# exe_stage

==> exe_stage/m1.png <==
Cells faint in the background.
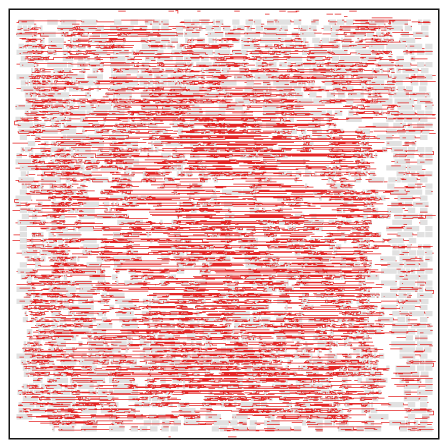

==> config.mk <==
export PLATFORM = sky130hd
export DESIGN_NAME = exe_stage
export DESIGN_NICKNAME = d
export VERILOG_FILES = /design/src/rtl/exe_stage.sv
export SDC_FILE = /design/constraint.sdc
export NUM_CORES = 1
export LEC_CHECK = 0
export CAP_MARGIN = 0
export CORE_MARGIN = 2
export CORE_UTILIZATION = 50
export CTS_CLUSTER_SIZE = 28
export DETAILED_ROUTE_END_ITERATION = 16
export GPL_ROUTABILITY_DRIVEN = 1
export PLACE_DENSITY = 0.76
export SLEW_MARGIN = 20
export SYNTH_ARGS = -nofsm -noshare
export SYNTH_HDL_FRONTEND = slang
export SYNTH_SLANG_ARGS = --single-unit
==> constraint.sdc <==
create_clock -name clk -period 5.2 [get_ports clk]
set_input_delay 0.78 -clock clk [delete_from_list [all_inputs] [get_ports clk]]
set_output_delay 0.78 -clock clk [all_outputs]
set_load 0.005 [all_outputs]
==> src/rtl/exe_stage.sv <==
// MIPS execute stage: ALU, operand forwarding, iterative multiply, EXE/MEM register.
// Forwarding is compiled in only when EXE_FWD_EN is defined.
module exe_stage #(
  parameter int MUL_CYCLES = 32
) (
  input  logic        clk,
  input  logic        rst,
  input  logic        validIn,
  input  logic [2:0]  EXE_In,
  input  logic        aluSrcIn,
  input  logic        M_In,
  input  logic [1:0]  WB_In,
  input  logic [4:0]  src1In,
  input  logic [4:0]  src2In,
  input  logic [4:0]  dstIn,
  input  logic [31:0] readData1In,
  input  logic [31:0] readData2In,
  input  logic [31:0] signExIn,
  input  logic [31:0] PC_In,
  input  logic        wbWe,
  input  logic [4:0]  wbDst,
  input  logic [31:0] wbData,
  output logic        stall,
  output logic        validOut,
  output logic        M_Out,
  output logic [1:0]  WB_Out,
  output logic [4:0]  dstOut,
  output logic [31:0] aluResOut,
  output logic [31:0] storeDataOut,
  output logic [31:0] PC_Out
);

  typedef enum logic [1:0] {IDLE, BUSY, DONE} st_e;

  // bits of multiplier consumed per iteration so any MUL_CYCLES covers 32 bits
  localparam int STEP = (32 + MUL_CYCLES - 1) / MUL_CYCLES;
  localparam logic [4:0] LAST = 5'(MUL_CYCLES - 1);

  st_e         st_q, st_d;
  logic [4:0]  cnt_q, cnt_d;
  logic [31:0] mc_q, mc_d;
  logic [31:0] mp_q, mp_d;
  logic [31:0] prod_q, prod_d;
  logic [31:0] sd_q, sd_d;

  logic [31:0] opa, opb_r, opb, alu, part;
  logic        is_mul;

  assign is_mul = (EXE_In == 3'b111);

`ifdef EXE_FWD_EN
  logic exm_ok;
  assign exm_ok = validOut & WB_Out[1] & ~WB_Out[0];

  always_comb begin
    opa   = readData1In;
    opb_r = readData2In;
    if (src1In != 5'd0 && exm_ok && dstOut == src1In)
      opa = aluResOut;
    else if (src1In != 5'd0 && wbWe && wbDst == src1In)
      opa = wbData;
    if (src2In != 5'd0 && exm_ok && dstOut == src2In)
      opb_r = aluResOut;
    else if (src2In != 5'd0 && wbWe && wbDst == src2In)
      opb_r = wbData;
  end
`else
  logic unused_fwd;
  assign unused_fwd = ^{wbWe, wbDst, wbData, src1In, src2In};
  assign opa   = readData1In;
  assign opb_r = readData2In;
`endif

  assign opb = aluSrcIn ? signExIn : opb_r;

  always_comb begin
    alu = '0;
    unique case (EXE_In)
      3'b000: alu = opa + opb;
      3'b001: alu = opa - opb;
      3'b010: alu = opa & opb;
      3'b011: alu = opa | opb;
      3'b100: alu = ~(opa | opb);
      3'b101: alu = {31'd0, $signed(opa) < $signed(opb)};
      3'b110: alu = opa << opb[4:0];
      3'b111: alu = prod_q;
    endcase
  end

  always_comb begin
    part = '0;
    for (int i = 0; i < STEP; i++)
      if (mp_q[i]) part = part + (mc_q << i);
  end

  always_comb begin
    st_d   = st_q;
    cnt_d  = cnt_q;
    mc_d   = mc_q;
    mp_d   = mp_q;
    prod_d = prod_q;
    sd_d   = sd_q;
    unique case (st_q)
      IDLE: begin
        if (validIn && is_mul) begin
          mc_d   = opa;
          mp_d   = opb;
          sd_d   = opb_r;
          prod_d = '0;
          cnt_d  = '0;
          st_d   = BUSY;
        end
      end
      BUSY: begin
        prod_d = prod_q + part;
        mc_d   = mc_q << STEP;
        mp_d   = mp_q >> STEP;
        cnt_d  = cnt_q + 5'd1;
        if (cnt_q == LAST) st_d = DONE;
      end
      DONE:    st_d = IDLE;
      default: st_d = IDLE;
    endcase
  end

  // reset gates stall so the pipeline is released during reset
  assign stall = rst & validIn & is_mul & (st_q != DONE);

  always_ff @(posedge clk) begin
    if (!rst) begin
      st_q         <= IDLE;
      cnt_q        <= '0;
      mc_q         <= '0;
      mp_q         <= '0;
      prod_q       <= '0;
      sd_q         <= '0;
      validOut     <= 1'b0;
      M_Out        <= 1'b0;
      WB_Out       <= '0;
      dstOut       <= '0;
      aluResOut    <= '0;
      storeDataOut <= '0;
      PC_Out       <= '0;
    end else begin
      st_q   <= st_d;
      cnt_q  <= cnt_d;
      mc_q   <= mc_d;
      mp_q   <= mp_d;
      prod_q <= prod_d;
      sd_q   <= sd_d;
      if (stall || !validIn) begin
        validOut     <= 1'b0;
        M_Out        <= 1'b0;
        WB_Out       <= '0;
        dstOut       <= '0;
        aluResOut    <= '0;
        storeDataOut <= '0;
        PC_Out       <= '0;
      end else begin
        validOut     <= 1'b1;
        M_Out        <= M_In;
        WB_Out       <= WB_In;
        dstOut       <= dstIn;
        aluResOut    <= alu;
        storeDataOut <= is_mul ? sd_q : opb_r;
        PC_Out       <= PC_In;
      end
    end
  end

endmodule

# uart_rx

$ cat config.mk
export PLATFORM = sky130hd
export DESIGN_NAME = uart_rx
export DESIGN_NICKNAME = d
export VERILOG_FILES = /design/src/rtl/uart_rx.sv
export SDC_FILE = /design/constraint.sdc
export NUM_CORES = 1
export LEC_CHECK = 0
export CAP_MARGIN = 20
export CORE_AREA = 2 2 54 56
export DETAILED_ROUTE_END_ITERATION = 8
export DIE_AREA = 0 0 56 58
export DONT_BUFFER_PORTS = 1
export GPL_TIMING_DRIVEN = 0
export HOLD_SLACK_MARGIN = 0.12
export PLACE_DENSITY = 0.7
export SYNTH_ARGS = -nofsm -noshare
export SYNTH_HDL_FRONTEND = slang
export SYNTH_SLANG_ARGS = --single-unit
$ cat constraint.sdc
create_clock -name clk -period 2 [get_ports clk]
set_input_delay 0.3 -clock clk [delete_from_list [all_inputs] [get_ports clk]]
set_output_delay 0.3 -clock clk [all_outputs]
set_load 0.01 [all_outputs]
$ cat src/rtl/uart_rx.sv
// UART receiver with 16x oversampling: two-flop input synchroniser, then a start/data/stop FSM
// that samples each bit at its centre and emits a one-cycle done or framing-error pulse.
module uart_rx #(
  parameter int DBIT    = 8,
  parameter int SB_TICK = 16
) (
  input  logic            clk,
  input  logic            reset,
  input  logic            rx,
  input  logic            s_tick,
  output logic            rx_done_tick,
  output logic            frame_err,
  output logic [DBIT-1:0] dout,
  output logic [1:0]      fsm_state
);

  typedef enum logic [1:0] {
    IDLE  = 2'd0,
    START = 2'd1,
    DATA  = 2'd2,
    STOP  = 2'd3
  } state_t;

  localparam logic [4:0] START_MID = 5'd7;
  localparam logic [4:0] BIT_END   = 5'd15;
  localparam logic [4:0] STOP_END  = 5'(SB_TICK - 1);
  localparam logic [2:0] LAST_BIT  = 3'(DBIT - 1);

  state_t          state;
  logic [4:0]      s_cnt;
  logic [2:0]      n_cnt;
  logic [DBIT-1:0] shreg;
  logic            rx_meta;
  logic            rx_s;

  assign fsm_state = state;

  // Idle-high line, so the synchroniser resets to 1 to avoid a false start after reset.
  always_ff @(posedge clk or negedge reset) begin
    if (!reset) begin
      rx_meta <= 1'b1;
      rx_s    <= 1'b1;
    end else begin
      rx_meta <= rx;
      rx_s    <= rx_meta;
    end
  end

  // Output handshake: rx_done_tick is a valid-only strobe with no ready/backpressure; dout is
  // valid from that cycle and holds until the next frame completes (good or errored).
  always_ff @(posedge clk or negedge reset) begin
    if (!reset) begin
      state        <= IDLE;
      s_cnt        <= '0;
      n_cnt        <= '0;
      shreg        <= '0;
      dout         <= '0;
      rx_done_tick <= 1'b0;
      frame_err    <= 1'b0;
    end else begin
      rx_done_tick <= 1'b0;
      frame_err    <= 1'b0;
      unique case (state)
        IDLE: begin
          if (!rx_s) begin
            state <= START;
            s_cnt <= '0;
          end
        end
        START: begin
          if (s_tick) begin
            if (s_cnt == START_MID) begin
              // Still low at mid-start: a real start bit; otherwise treat it as a glitch.
              if (!rx_s) begin
                state <= DATA;
                s_cnt <= '0;
                n_cnt <= '0;
              end else begin
                state <= IDLE;
              end
            end else begin
              s_cnt <= s_cnt + 5'd1;
            end
          end
        end
        DATA: begin
          if (s_tick) begin
            if (s_cnt == BIT_END) begin
              s_cnt <= '0;
              shreg <= {rx_s, shreg[DBIT-1:1]};
              if (n_cnt == LAST_BIT) begin
                state <= STOP;
              end else begin
                n_cnt <= n_cnt + 3'd1;
              end
            end else begin
              s_cnt <= s_cnt + 5'd1;
            end
          end
        end
        STOP: begin
          if (s_tick) begin
            if (s_cnt == STOP_END) begin
              // Leave mid stop bit so the next start edge is caught with no dead time.
              state        <= IDLE;
              dout         <= shreg;
              rx_done_tick <= rx_s;
              frame_err    <= ~rx_s;
            end else begin
              s_cnt <= s_cnt + 5'd1;
            end
          end
        end
        default: state <= IDLE;
      endcase
    end
  end

endmodule
# heartbeat_sequencer

`config.mk`:
```
export PLATFORM = sky130hd
export DESIGN_NAME = heartbeat_sequencer
export DESIGN_NICKNAME = d
export VERILOG_FILES = /design/src/rtl/heartbeat_sequencer.sv
export SDC_FILE = /design/constraint.sdc
export NUM_CORES = 1
export LEC_CHECK = 0
export ABC_AREA = 0
export CORE_ASPECT_RATIO = 2
export CORE_MARGIN = 2
export CORE_UTILIZATION = 58
export CTS_CLUSTER_SIZE = 30
export DETAILED_ROUTE_END_ITERATION = 10
export GPL_TIMING_DRIVEN = 0
export PLACE_DENSITY = 0.8
export SLEW_MARGIN = 20
export SYNTH_ARGS = -nofsm -noshare
export SYNTH_HDL_FRONTEND = slang
export SYNTH_SLANG_ARGS = --single-unit
```
`constraint.sdc`:
```
create_clock -name clk -period 3.5 [get_ports clk]
set_input_delay 0.35 -clock clk [delete_from_list [all_inputs] [get_ports clk]]
set_output_delay 0.35 -clock clk [all_outputs]
set_load 0.1 [all_outputs]
```
`src/rtl/heartbeat_sequencer.sv`:
```
// Lub-dub heartbeat on an 8-LED one-hot ring: a tick prescaler steps an envelope FSM,
// and a free-running PWM turns the envelope level into duty on the active LED.
module heartbeat_sequencer #(
    parameter int TICK_DIV  = 100,
    parameter int PEAK1     = 15,
    parameter int PEAK2     = 8,
    parameter int GAP_TICKS = 4
) (
    input  logic       clk,
    input  logic       rst_n,
    input  logic       enable,
    input  logic       dir,
    input  logic [7:0] rest_ticks,
    output logic [7:0] led,
    output logic [3:0] level,
    output logic       busy,
    output logic       beat_done
);

    localparam int PRE_W  = (TICK_DIV > 2) ? $clog2(TICK_DIV) : 1;
    localparam int GAP_W  = $clog2(GAP_TICKS + 1);
    localparam int HOLD_W = (GAP_W > 8) ? GAP_W : 8;

    localparam logic [PRE_W-1:0]  PRE_LAST = PRE_W'(TICK_DIV - 1);
    localparam logic [HOLD_W-1:0] GAP_LAST = HOLD_W'(GAP_TICKS - 1);
    localparam logic [3:0]        PEAK1_L  = 4'(PEAK1);
    localparam logic [3:0]        PEAK2_L  = 4'(PEAK2);

    typedef enum logic [2:0] {
        ST_IDLE  = 3'd0,
        ST_RISE1 = 3'd1,
        ST_FALL1 = 3'd2,
        ST_GAP   = 3'd3,
        ST_RISE2 = 3'd4,
        ST_FALL2 = 3'd5,
        ST_REST  = 3'd6
    } state_t;

    logic [PRE_W-1:0]  pre_cnt_r;
    logic              tick_s;
    logic [3:0]        pwm_cnt_r;
    state_t            state_r;
    logic [HOLD_W-1:0] hold_r;
    logic [7:0]        rest_len_r;
    logic [7:0]        pos_r;
    logic [3:0]        level_up_s;
    logic [3:0]        level_dn_s;
    logic [HOLD_W-1:0] rest_last_s;

    function automatic logic [7:0] rotate_pos(input logic [7:0] p, input logic d);
        logic [7:0] r;
        if (d) begin
            r = {p[0], p[7:1]};
        end else begin
            r = {p[6:0], p[7]};
        end
        return r;
    endfunction

    assign tick_s      = (pre_cnt_r == PRE_LAST);
    assign level_up_s  = level + 4'd1;
    assign level_dn_s  = level - 4'd1;
    // rest_len_r is never 0, so the subtraction cannot underflow
    assign rest_last_s = HOLD_W'(rest_len_r - 8'd1);

    // Free-running tick prescaler
    always_ff @(posedge clk or negedge rst_n) begin
        if (!rst_n) begin
            pre_cnt_r <= '0;
        end else if (tick_s) begin
            pre_cnt_r <= '0;
        end else begin
            pre_cnt_r <= pre_cnt_r + PRE_W'(1);
        end
    end

    // PWM counter and registered LED drive
    always_ff @(posedge clk or negedge rst_n) begin
        if (!rst_n) begin
            pwm_cnt_r <= 4'd0;
            led       <= 8'd0;
        end else begin
            pwm_cnt_r <= pwm_cnt_r + 4'd1;
            led       <= pos_r & {8{level > pwm_cnt_r}};
        end
    end

    // Envelope FSM: level, hold counters, ring position, busy and beat_done
    always_ff @(posedge clk or negedge rst_n) begin
        if (!rst_n) begin
            state_r    <= ST_IDLE;
            level      <= 4'd0;
            hold_r     <= '0;
            rest_len_r <= 8'd1;
            pos_r      <= 8'b0000_0001;
            busy       <= 1'b0;
            beat_done  <= 1'b0;
        end else begin
            beat_done <= 1'b0;
            if (tick_s) begin
                case (state_r)
                    ST_IDLE: begin
                        if (enable) begin
                            state_r <= ST_RISE1;
                            busy    <= 1'b1;
                        end else begin
                            busy    <= 1'b0;
                        end
                    end
                    ST_RISE1: begin
                        level <= level_up_s;
                        if (level_up_s == PEAK1_L) begin
                            state_r <= ST_FALL1;
                        end
                    end
                    ST_FALL1: begin
                        level <= level_dn_s;
                        if (level_dn_s == 4'd0) begin
                            state_r <= ST_GAP;
                            hold_r  <= '0;
                        end
                    end
                    ST_GAP: begin
                        if (hold_r == GAP_LAST) begin
                            state_r <= ST_RISE2;
                            hold_r  <= '0;
                        end else begin
                            hold_r  <= hold_r + HOLD_W'(1);
                        end
                    end
                    ST_RISE2: begin
                        level <= level_up_s;
                        if (level_up_s == PEAK2_L) begin
                            state_r <= ST_FALL2;
                        end
                    end
                    ST_FALL2: begin
                        level <= level_dn_s;
                        if (level_dn_s == 4'd0) begin
                            state_r    <= ST_REST;
                            hold_r     <= '0;
                            rest_len_r <= (rest_ticks == 8'd0) ? 8'd1 : rest_ticks;
                        end
                    end
                    ST_REST: begin
                        if (hold_r == rest_last_s) begin
                            beat_done <= 1'b1;
                            pos_r     <= rotate_pos(pos_r, dir);
                            hold_r    <= '0;
                            busy      <= enable;
                            state_r   <= enable ? ST_RISE1 : ST_IDLE;
                        end else begin
                            hold_r    <= hold_r + HOLD_W'(1);
                        end
                    end
                    default: begin
                        state_r <= ST_IDLE;
                        level   <= 4'd0;
                        busy    <= 1'b0;
                    end
                endcase
            end
        end
    end

endmodule

```
# mhp_eth_port_flat

===== config.mk =====
export PLATFORM = sky130hd
export DESIGN_NAME = mhp_eth_port_flat
export DESIGN_NICKNAME = d
export VERILOG_FILES = /design/src/rtl/mhp_eth_port_if.sv /design/src/rtl/mhp_eth_port.sv /design/src/flat_wrapper.sv
export SDC_FILE = /design/constraint.sdc
export NUM_CORES = 1
export LEC_CHECK = 0
export CAP_MARGIN = 20
export CORE_ASPECT_RATIO = 0.75
export CORE_UTILIZATION = 65
export CTS_CLUSTER_SIZE = 8
export DETAILED_ROUTE_END_ITERATION = 6
export PLACE_DENSITY = 0.85
export SYNTH_ARGS = -nofsm -noshare
export SYNTH_HDL_FRONTEND = slang
export SYNTH_SLANG_ARGS = --single-unit

===== constraint.sdc =====
create_clock -name i_clk -period 6.3 [get_ports i_clk]
set_input_delay 0.945 -clock i_clk [delete_from_list [all_inputs] [get_ports i_clk]]
set_output_delay 0.945 -clock i_clk [all_outputs]
set_load 0.01 [all_outputs]

===== src/rtl/mhp_eth_port_if.sv =====
// Byte-level bundle between the mhp protocol engine, the MAC and mhp_eth_port.
// slave modport is the port block itself; master modport is the surrounding logic.
// Signal names keep the i_/o_ direction as seen from the port block.
interface mhp_eth_port_if #(
  parameter int AW = 4
);
  logic [7:0]  i_mac_rx_data;
  logic        i_mac_rx_valid;
  logic        i_rreq;
  logic [7:0]  o_rdata;
  logic        o_rready;
  logic [7:0]  i_wdata;
  logic        i_wvalid;
  logic        o_wready;
  logic [7:0]  o_mac_tx_data;
  logic        o_mac_tx_valid;
  logic        i_mac_tx_ready;
  logic [AW:0] o_rx_count;
  logic [AW:0] o_tx_count;
  logic        o_rx_overflow;
  logic        o_tx_drop;

  modport slave (
    input  i_mac_rx_data, i_mac_rx_valid, i_rreq, i_wdata, i_wvalid, i_mac_tx_ready,
    output o_rdata, o_rready, o_wready, o_mac_tx_data, o_mac_tx_valid,
    output o_rx_count, o_tx_count, o_rx_overflow, o_tx_drop
  );

  modport master (
    output i_mac_rx_data, i_mac_rx_valid, i_rreq, i_wdata, i_wvalid, i_mac_tx_ready,
    input  o_rdata, o_rready, o_wready, o_mac_tx_data, o_mac_tx_valid,
    input  o_rx_count, o_tx_count, o_rx_overflow, o_tx_drop
  );
endinterface


===== src/rtl/mhp_eth_port.sv =====
// Ethernet byte port: RX FIFO answering protocol read requests, TX FIFO draining to the MAC.
// Latency: read response registered one edge after the request is pending; TX is fall-through.
// Backpressure: RX has none (full FIFO drops, sticky flag); TX writes gated by o_wready.
module mhp_eth_port #(
  parameter int DEPTH = 16,
  parameter int AW    = 4
) (
  input  logic           i_clk,
  input  logic           i_rst,
  mhp_eth_port_if.slave  port
);
  localparam logic [AW:0] FULL = (AW+1)'(DEPTH);

  logic [7:0]    rx_mem_q [DEPTH];
  logic [7:0]    tx_mem_q [DEPTH];
  logic [AW-1:0] rx_wr_q, rx_rd_q, tx_wr_q, tx_rd_q;
  logic [AW:0]   rx_cnt_q, rx_cnt_d, tx_cnt_q, tx_cnt_d;
  logic          pend_q, pend_d;
  logic [7:0]    rdata_q, rdata_d;
  logic          rready_q;
  logic          ovf_q, drop_q;
  logic          live_q;
  logic          rx_push, rx_pop, tx_push, tx_pop, tx_has, wready;

  // Push/pop decisions and next-state for the RX side; fullness uses pre-edge count.
  always_comb begin
    rx_push  = port.i_mac_rx_valid && (rx_cnt_q < FULL);
    rx_pop   = pend_q && (rx_cnt_q != '0);
    // Requests arriving while one is pending or being answered are discarded.
    pend_d   = rx_pop ? 1'b0 : (pend_q || port.i_rreq);
    rdata_d  = rx_pop ? rx_mem_q[rx_rd_q] : rdata_q;
    rx_cnt_d = rx_cnt_q;
    if (rx_push && !rx_pop)      rx_cnt_d = rx_cnt_q + (AW+1)'(1);
    else if (!rx_push && rx_pop) rx_cnt_d = rx_cnt_q - (AW+1)'(1);
  end

  // TX side: ready is held low until the first edge after reset release.
  always_comb begin
    tx_has   = (tx_cnt_q != '0);
    wready   = live_q && (tx_cnt_q < FULL);
    tx_push  = port.i_wvalid && wready;
    tx_pop   = tx_has && port.i_mac_tx_ready;
    tx_cnt_d = tx_cnt_q;
    if (tx_push && !tx_pop)      tx_cnt_d = tx_cnt_q + (AW+1)'(1);
    else if (!tx_push && tx_pop) tx_cnt_d = tx_cnt_q - (AW+1)'(1);
  end

  // Control state, pointers, counts and sticky flags with synchronous reset.
  always_ff @(posedge i_clk) begin
    if (i_rst) begin
      rx_wr_q  <= '0;
      rx_rd_q  <= '0;
      tx_wr_q  <= '0;
      tx_rd_q  <= '0;
      rx_cnt_q <= '0;
      tx_cnt_q <= '0;
      pend_q   <= 1'b0;
      rdata_q  <= '0;
      rready_q <= 1'b0;
      ovf_q    <= 1'b0;
      drop_q   <= 1'b0;
      live_q   <= 1'b0;
    end else begin
      if (rx_push) rx_wr_q <= rx_wr_q + AW'(1);
      if (rx_pop)  rx_rd_q <= rx_rd_q + AW'(1);
      if (tx_push) tx_wr_q <= tx_wr_q + AW'(1);
      if (tx_pop)  tx_rd_q <= tx_rd_q + AW'(1);
      rx_cnt_q <= rx_cnt_d;
      tx_cnt_q <= tx_cnt_d;
      pend_q   <= pend_d;
      rdata_q  <= rdata_d;
      rready_q <= rx_pop;
      if (port.i_mac_rx_valid && !rx_push) ovf_q  <= 1'b1;
      if (port.i_wvalid && !wready)        drop_q <= 1'b1;
      live_q   <= 1'b1;
    end
  end

  // Storage arrays; contents need no reset since counts gate every read.
  always_ff @(posedge i_clk) begin
    if (rx_push) rx_mem_q[rx_wr_q] <= port.i_mac_rx_data;
    if (tx_push) tx_mem_q[tx_wr_q] <= port.i_wdata;
  end

  assign port.o_rdata        = rdata_q;
  assign port.o_rready       = rready_q;
  assign port.o_wready       = wready;
  assign port.o_mac_tx_valid = tx_has;
  assign port.o_mac_tx_data  = tx_has ? tx_mem_q[tx_rd_q] : 8'h00;
  assign port.o_rx_count     = rx_cnt_q;
  assign port.o_tx_count     = tx_cnt_q;
  assign port.o_rx_overflow  = ovf_q;
  assign port.o_tx_drop      = drop_q;
endmodule


===== src/flat_wrapper.sv =====
// flat-port wrapper written by rule: the top's interface ports become plain ports
module mhp_eth_port_flat 
#(
  parameter int DEPTH = 16,
  parameter int AW    = 4
)
  (i_clk, i_rst, port_i_mac_rx_data, port_i_mac_rx_valid, port_i_rreq, port_i_wdata, port_i_wvalid, port_i_mac_tx_ready, port_o_rdata, port_o_rready, port_o_wready, port_o_mac_tx_data, port_o_mac_tx_valid, port_o_rx_count, port_o_tx_count, port_o_rx_overflow, port_o_tx_drop);
  mhp_eth_port_if #(.AW(AW)) port_i ();
  input  logic i_clk;
  input  logic i_rst;
  input wire logic [$bits(port_i.i_mac_rx_data)-1:0] port_i_mac_rx_data;
  input wire logic [$bits(port_i.i_mac_rx_valid)-1:0] port_i_mac_rx_valid;
  input wire logic [$bits(port_i.i_rreq)-1:0] port_i_rreq;
  input wire logic [$bits(port_i.i_wdata)-1:0] port_i_wdata;
  input wire logic [$bits(port_i.i_wvalid)-1:0] port_i_wvalid;
  input wire logic [$bits(port_i.i_mac_tx_ready)-1:0] port_i_mac_tx_ready;
  output wire logic [$bits(port_i.o_rdata)-1:0] port_o_rdata;
  output wire logic [$bits(port_i.o_rready)-1:0] port_o_rready;
  output wire logic [$bits(port_i.o_wready)-1:0] port_o_wready;
  output wire logic [$bits(port_i.o_mac_tx_data)-1:0] port_o_mac_tx_data;
  output wire logic [$bits(port_i.o_mac_tx_valid)-1:0] port_o_mac_tx_valid;
  output wire logic [$bits(port_i.o_rx_count)-1:0] port_o_rx_count;
  output wire logic [$bits(port_i.o_tx_count)-1:0] port_o_tx_count;
  output wire logic [$bits(port_i.o_rx_overflow)-1:0] port_o_rx_overflow;
  output wire logic [$bits(port_i.o_tx_drop)-1:0] port_o_tx_drop;
  assign port_i.i_mac_rx_data = port_i_mac_rx_data;
  assign port_i.i_mac_rx_valid = port_i_mac_rx_valid;
  assign port_i.i_rreq = port_i_rreq;
  assign port_i.i_wdata = port_i_wdata;
  assign port_i.i_wvalid = port_i_wvalid;
  assign port_i.i_mac_tx_ready = port_i_mac_tx_ready;
  assign port_o_rdata = port_i.o_rdata;
  assign port_o_rready = port_i.o_rready;
  assign port_o_wready = port_i.o_wready;
  assign port_o_mac_tx_data = port_i.o_mac_tx_data;
  assign port_o_mac_tx_valid = port_i.o_mac_tx_valid;
  assign port_o_rx_count = port_i.o_rx_count;
  assign port_o_tx_count = port_i.o_tx_count;
  assign port_o_rx_overflow = port_i.o_rx_overflow;
  assign port_o_tx_drop = port_i.o_tx_drop;
  mhp_eth_port #(.DEPTH(DEPTH), .AW(AW)) u_core (.i_clk(i_clk), .i_rst(i_rst), .port(port_i));
endmodule

==> heartbeat_sequencer/m4.png <==
Scale bar: 20 µm. Cells faint in the background.
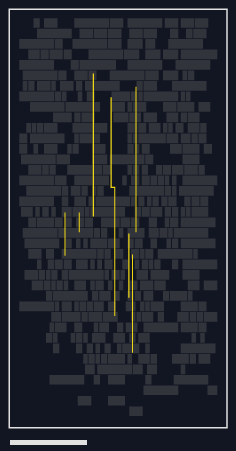
The layer holds 2.7% of the routed length. The layer carries 189 µm of wire. The longest straight run is 37.4 µm.
final wirelength: 6970 µm
via count: 2,660

==> CHANGELOG.md, heartbeat_sequencer <==
### Physical design

- Clk root buf: clkbuf_8
- Power Clock: 0.000352 W
- Final core utilization: 66.5%
- Synth Warn #: 0
- CP delay by family, top: simple AND/OR/NAND/NOR gates
- Routed wl met2: 3630 µm
- P_int: 0.000755 W
- Largest class: logic gates
- Vias/cell: 6.13
- Worst Path Max Fanout: 10
- Number of global-route vias before repair: 2,627
- Grt total ovfl: 0
- Setup Fix Bufs, Post-CTS: 0
- Maximum clock rate: 332 MHz
- Psw: 0.000226 W
- PwrDens: 277 nW/µm²
- Clock Power Share: 35.9%
- Clock slew at reported path FFs: 0.10 ns
- Outcome: finished clean
- Flop count: 52
- Syn nets: 366
- DRT antenna net count: 0
- Crit path to: hold_r[5]
- Top area cell types: dfrtp_1, ha_1, a21oi_1
- Avg WL per Cell: 16.1 µm
- Fill cells: 440
- Cells after synthesis: 342
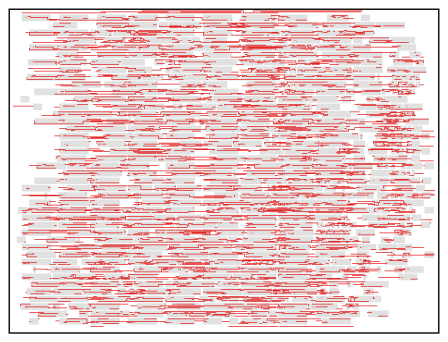
(mhp_eth_port_flat/m1.png)
Cells faint in the background.
The wires run mostly horizontal. The layer carries 10,600 µm of wire. The layer holds 39% of the routed length. The longest straight run is 54.7 µm.
M1 GR Usage: 44.8%
final wirelength: 27,000 µm
via count: 6,468

==> CHANGELOG.md, mhp_eth_port_flat <==
### Physical design

- CLK BUF: 67
- Worst Path Max Fanout: 32
- Worst Setup End Kind: primary output
- Pwr top: sequential cells
- Register share of total power: 43.1%
- Die H: 119 µm
- Psw: 0.00144 W
- Detail Placement HPWL: 15,500 µm
- Top-count cell post-synth: edfxtp_1
- Top cells excl fill/tap: edfxtp_1, mux4_2, nor2_1, clkdlybuf4s50_1, clkbuf_16
- Initial Utilization: 66.6%
- Skew final: 0.0148 ns
- Compound Share, Synth: 2.53%
- Main flop type: edfxtp_1
- GRT Overall Usage: 31.1%
- CTS tree: yes
- Area Overhead vs Synth: 16.8%
- Crit-path slowest cell: mux4_2
- Final Power: 0.00544 W
- Mux frac, synth: 15.4%
- Number of non-clock buffers: 63
- Number of global-route vias before repair: 6,681
- GR Util met2: 48.1%
- Reg-to-reg endpoint: u_core.port.o_rx_count[4]
- Outcome: finished clean
- Max incr delay on CP: 0.62 ns
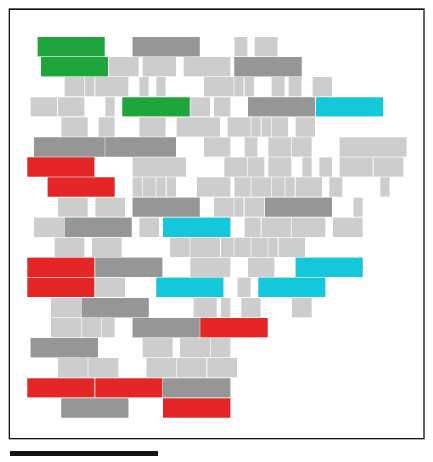
(uart_rx/ff_map.png)
Scale bar: 20 µm. Other sequential cells in the stronger grey, the rest of the logic in the fainter grey.
Key: dout = red [flops 8]; n_cnt = green [flops 3]; s_cnt = cyan [flops 5]
Another 14 sequential cells are not coloured.
Flop area: 753 µm²
Seq group: 0.000769 W

==> CHANGELOG.md, uart_rx <==
### Physical design

- Flops after synth: 30
- CTS tree: yes
- Routed wl met2: 1100 µm
- Final worst path period need: 1.94 ns
- Compound Share, Synth: 9.02%
- Crit path to: s_cnt[3]
- Netlist cell types: 34
- Combinational gates: 71
- Hold wc startpoint: s_tick
- Hold_buf cts: 3
- Outcome: finished clean
- DIE AREA: 3250 µm²
- Worst slew margin: 75.0%
- Detail Placement HPWL: 1450 µm
- Clock slew at reported path FFs: 0.10 ns
- Post-CTS Resized: 3
- Met1 WL: 1040 µm
- # Cells Yosys: 110
==> exe_stage/m3.png <==
Cells faint in the background.
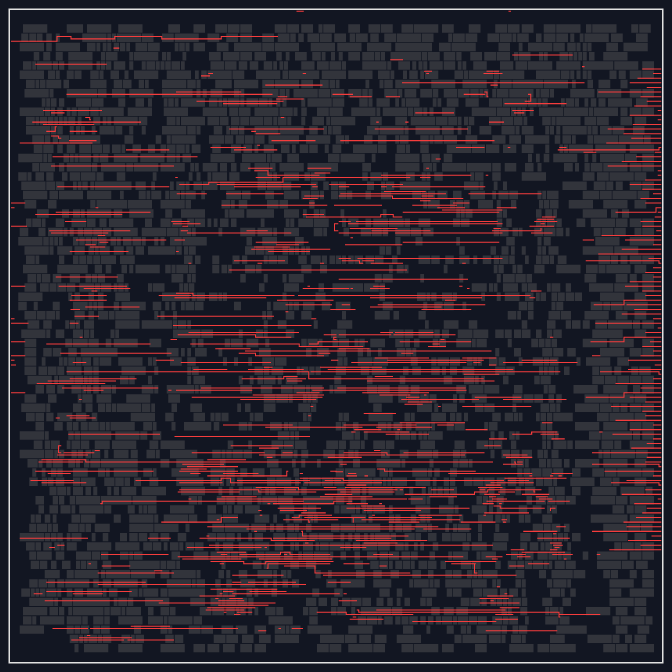
The layer carries 8,260 µm of wire. The wires run mostly horizontal.
final wirelength: 70,100 µm
via count: 18,600

## Picture notes: exe_stage/m1.png
The layer holds 41% of the routed length. The layer carries 28.6 mm of wire. The wires run mostly horizontal.
M1 GR Usage: 50.9%

==> CHANGELOG.md, exe_stage <==
### Physical design

- Flop-to-flop setup slack: 1.07 ns
- CP Buf/Inv Count: 3
- Comb power: 0.00159 W
- Biggest area consumer among synthesized cells: dfxtp_1
- Outcome: finished clean
- Worst slew margin: 25.6%
- Worst vdd ir: 0.266 mV
- Mux frac, synth: 6.44%
- DIE AREA: 36,800 µm²
- Yosys Chip Area: 17,600 µm²
- Diodes inserted: 0
- Main flop type: dfxtp_1
- Power Clock: 0.00218 W
- Flop area: 4800 µm²
- Vias/cell: 6.23
- Initial DRT Pass Iterations: 6
- Top-count cell post-synth: nand2_1
- Met1 WL: 28,600 µm


==> layout pictures side by side <==
Track usage over the die.
picture 1
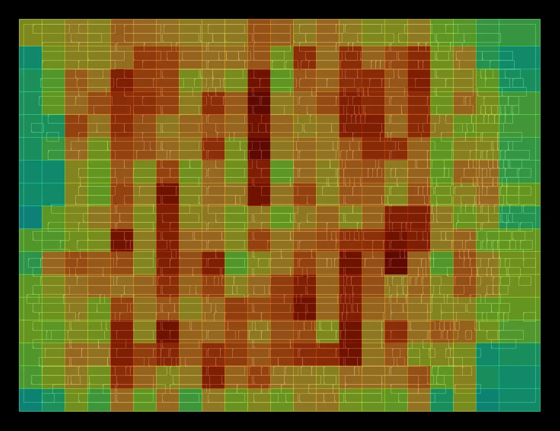
picture 2
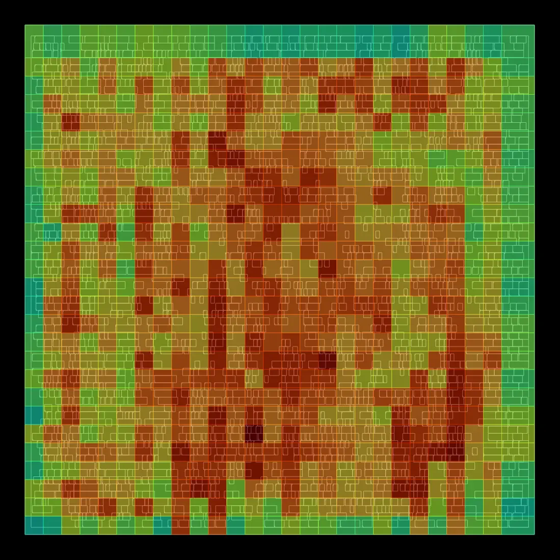
picture 3
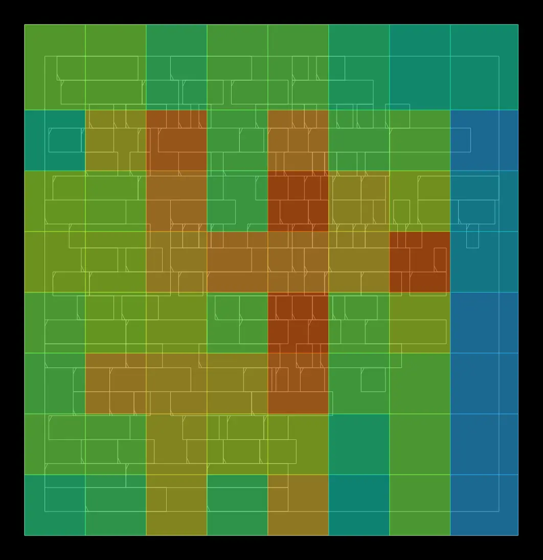
picture 4
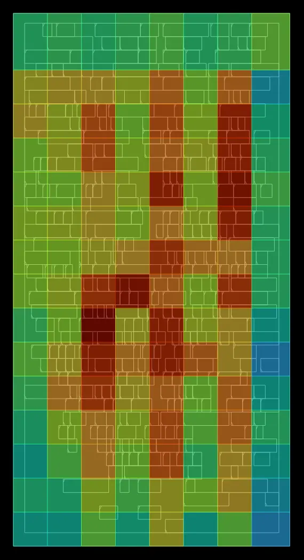
- picture 4 = heartbeat_sequencer
- picture 3 = uart_rx
- picture 2 = exe_stage
- picture 1 = mhp_eth_port_flat
Of these, most wire per cell: picture 1
Of these, highest track usage: picture 2


## Gallery

M3 wires.
Cells faint in the background.
(a)
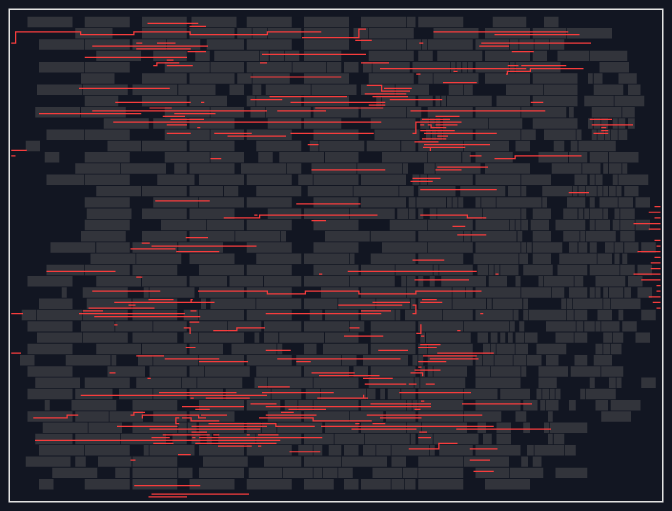
(b)
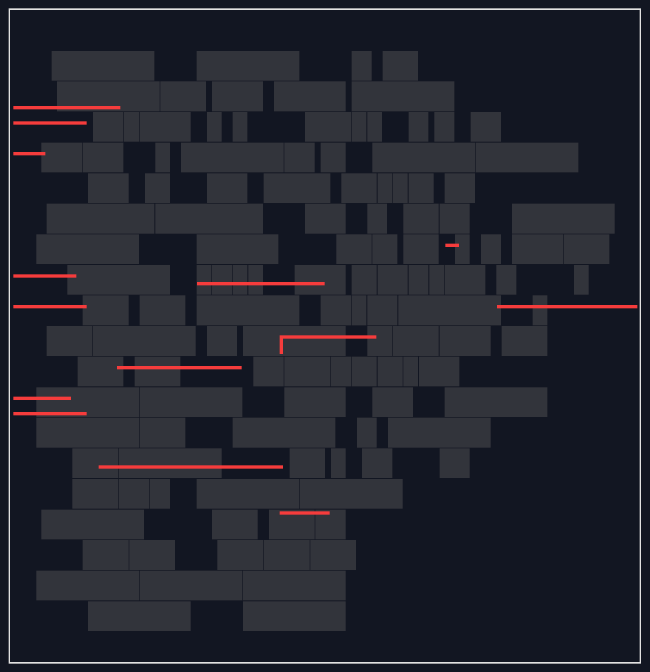
(c)
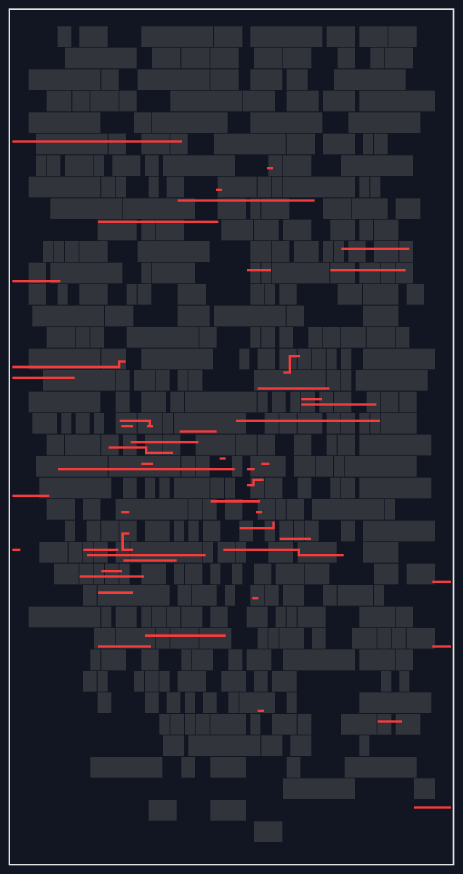
(c) -> heartbeat_sequencer
(b) -> uart_rx
(a) -> mhp_eth_port_flat

Key to (c):
The longest straight run is 22.1 µm. 35 nets have wire on it. The layer holds 4.4% of the routed length. The wires run mostly horizontal.

No activity file was given, so power comes from the tool's default toggle rates.
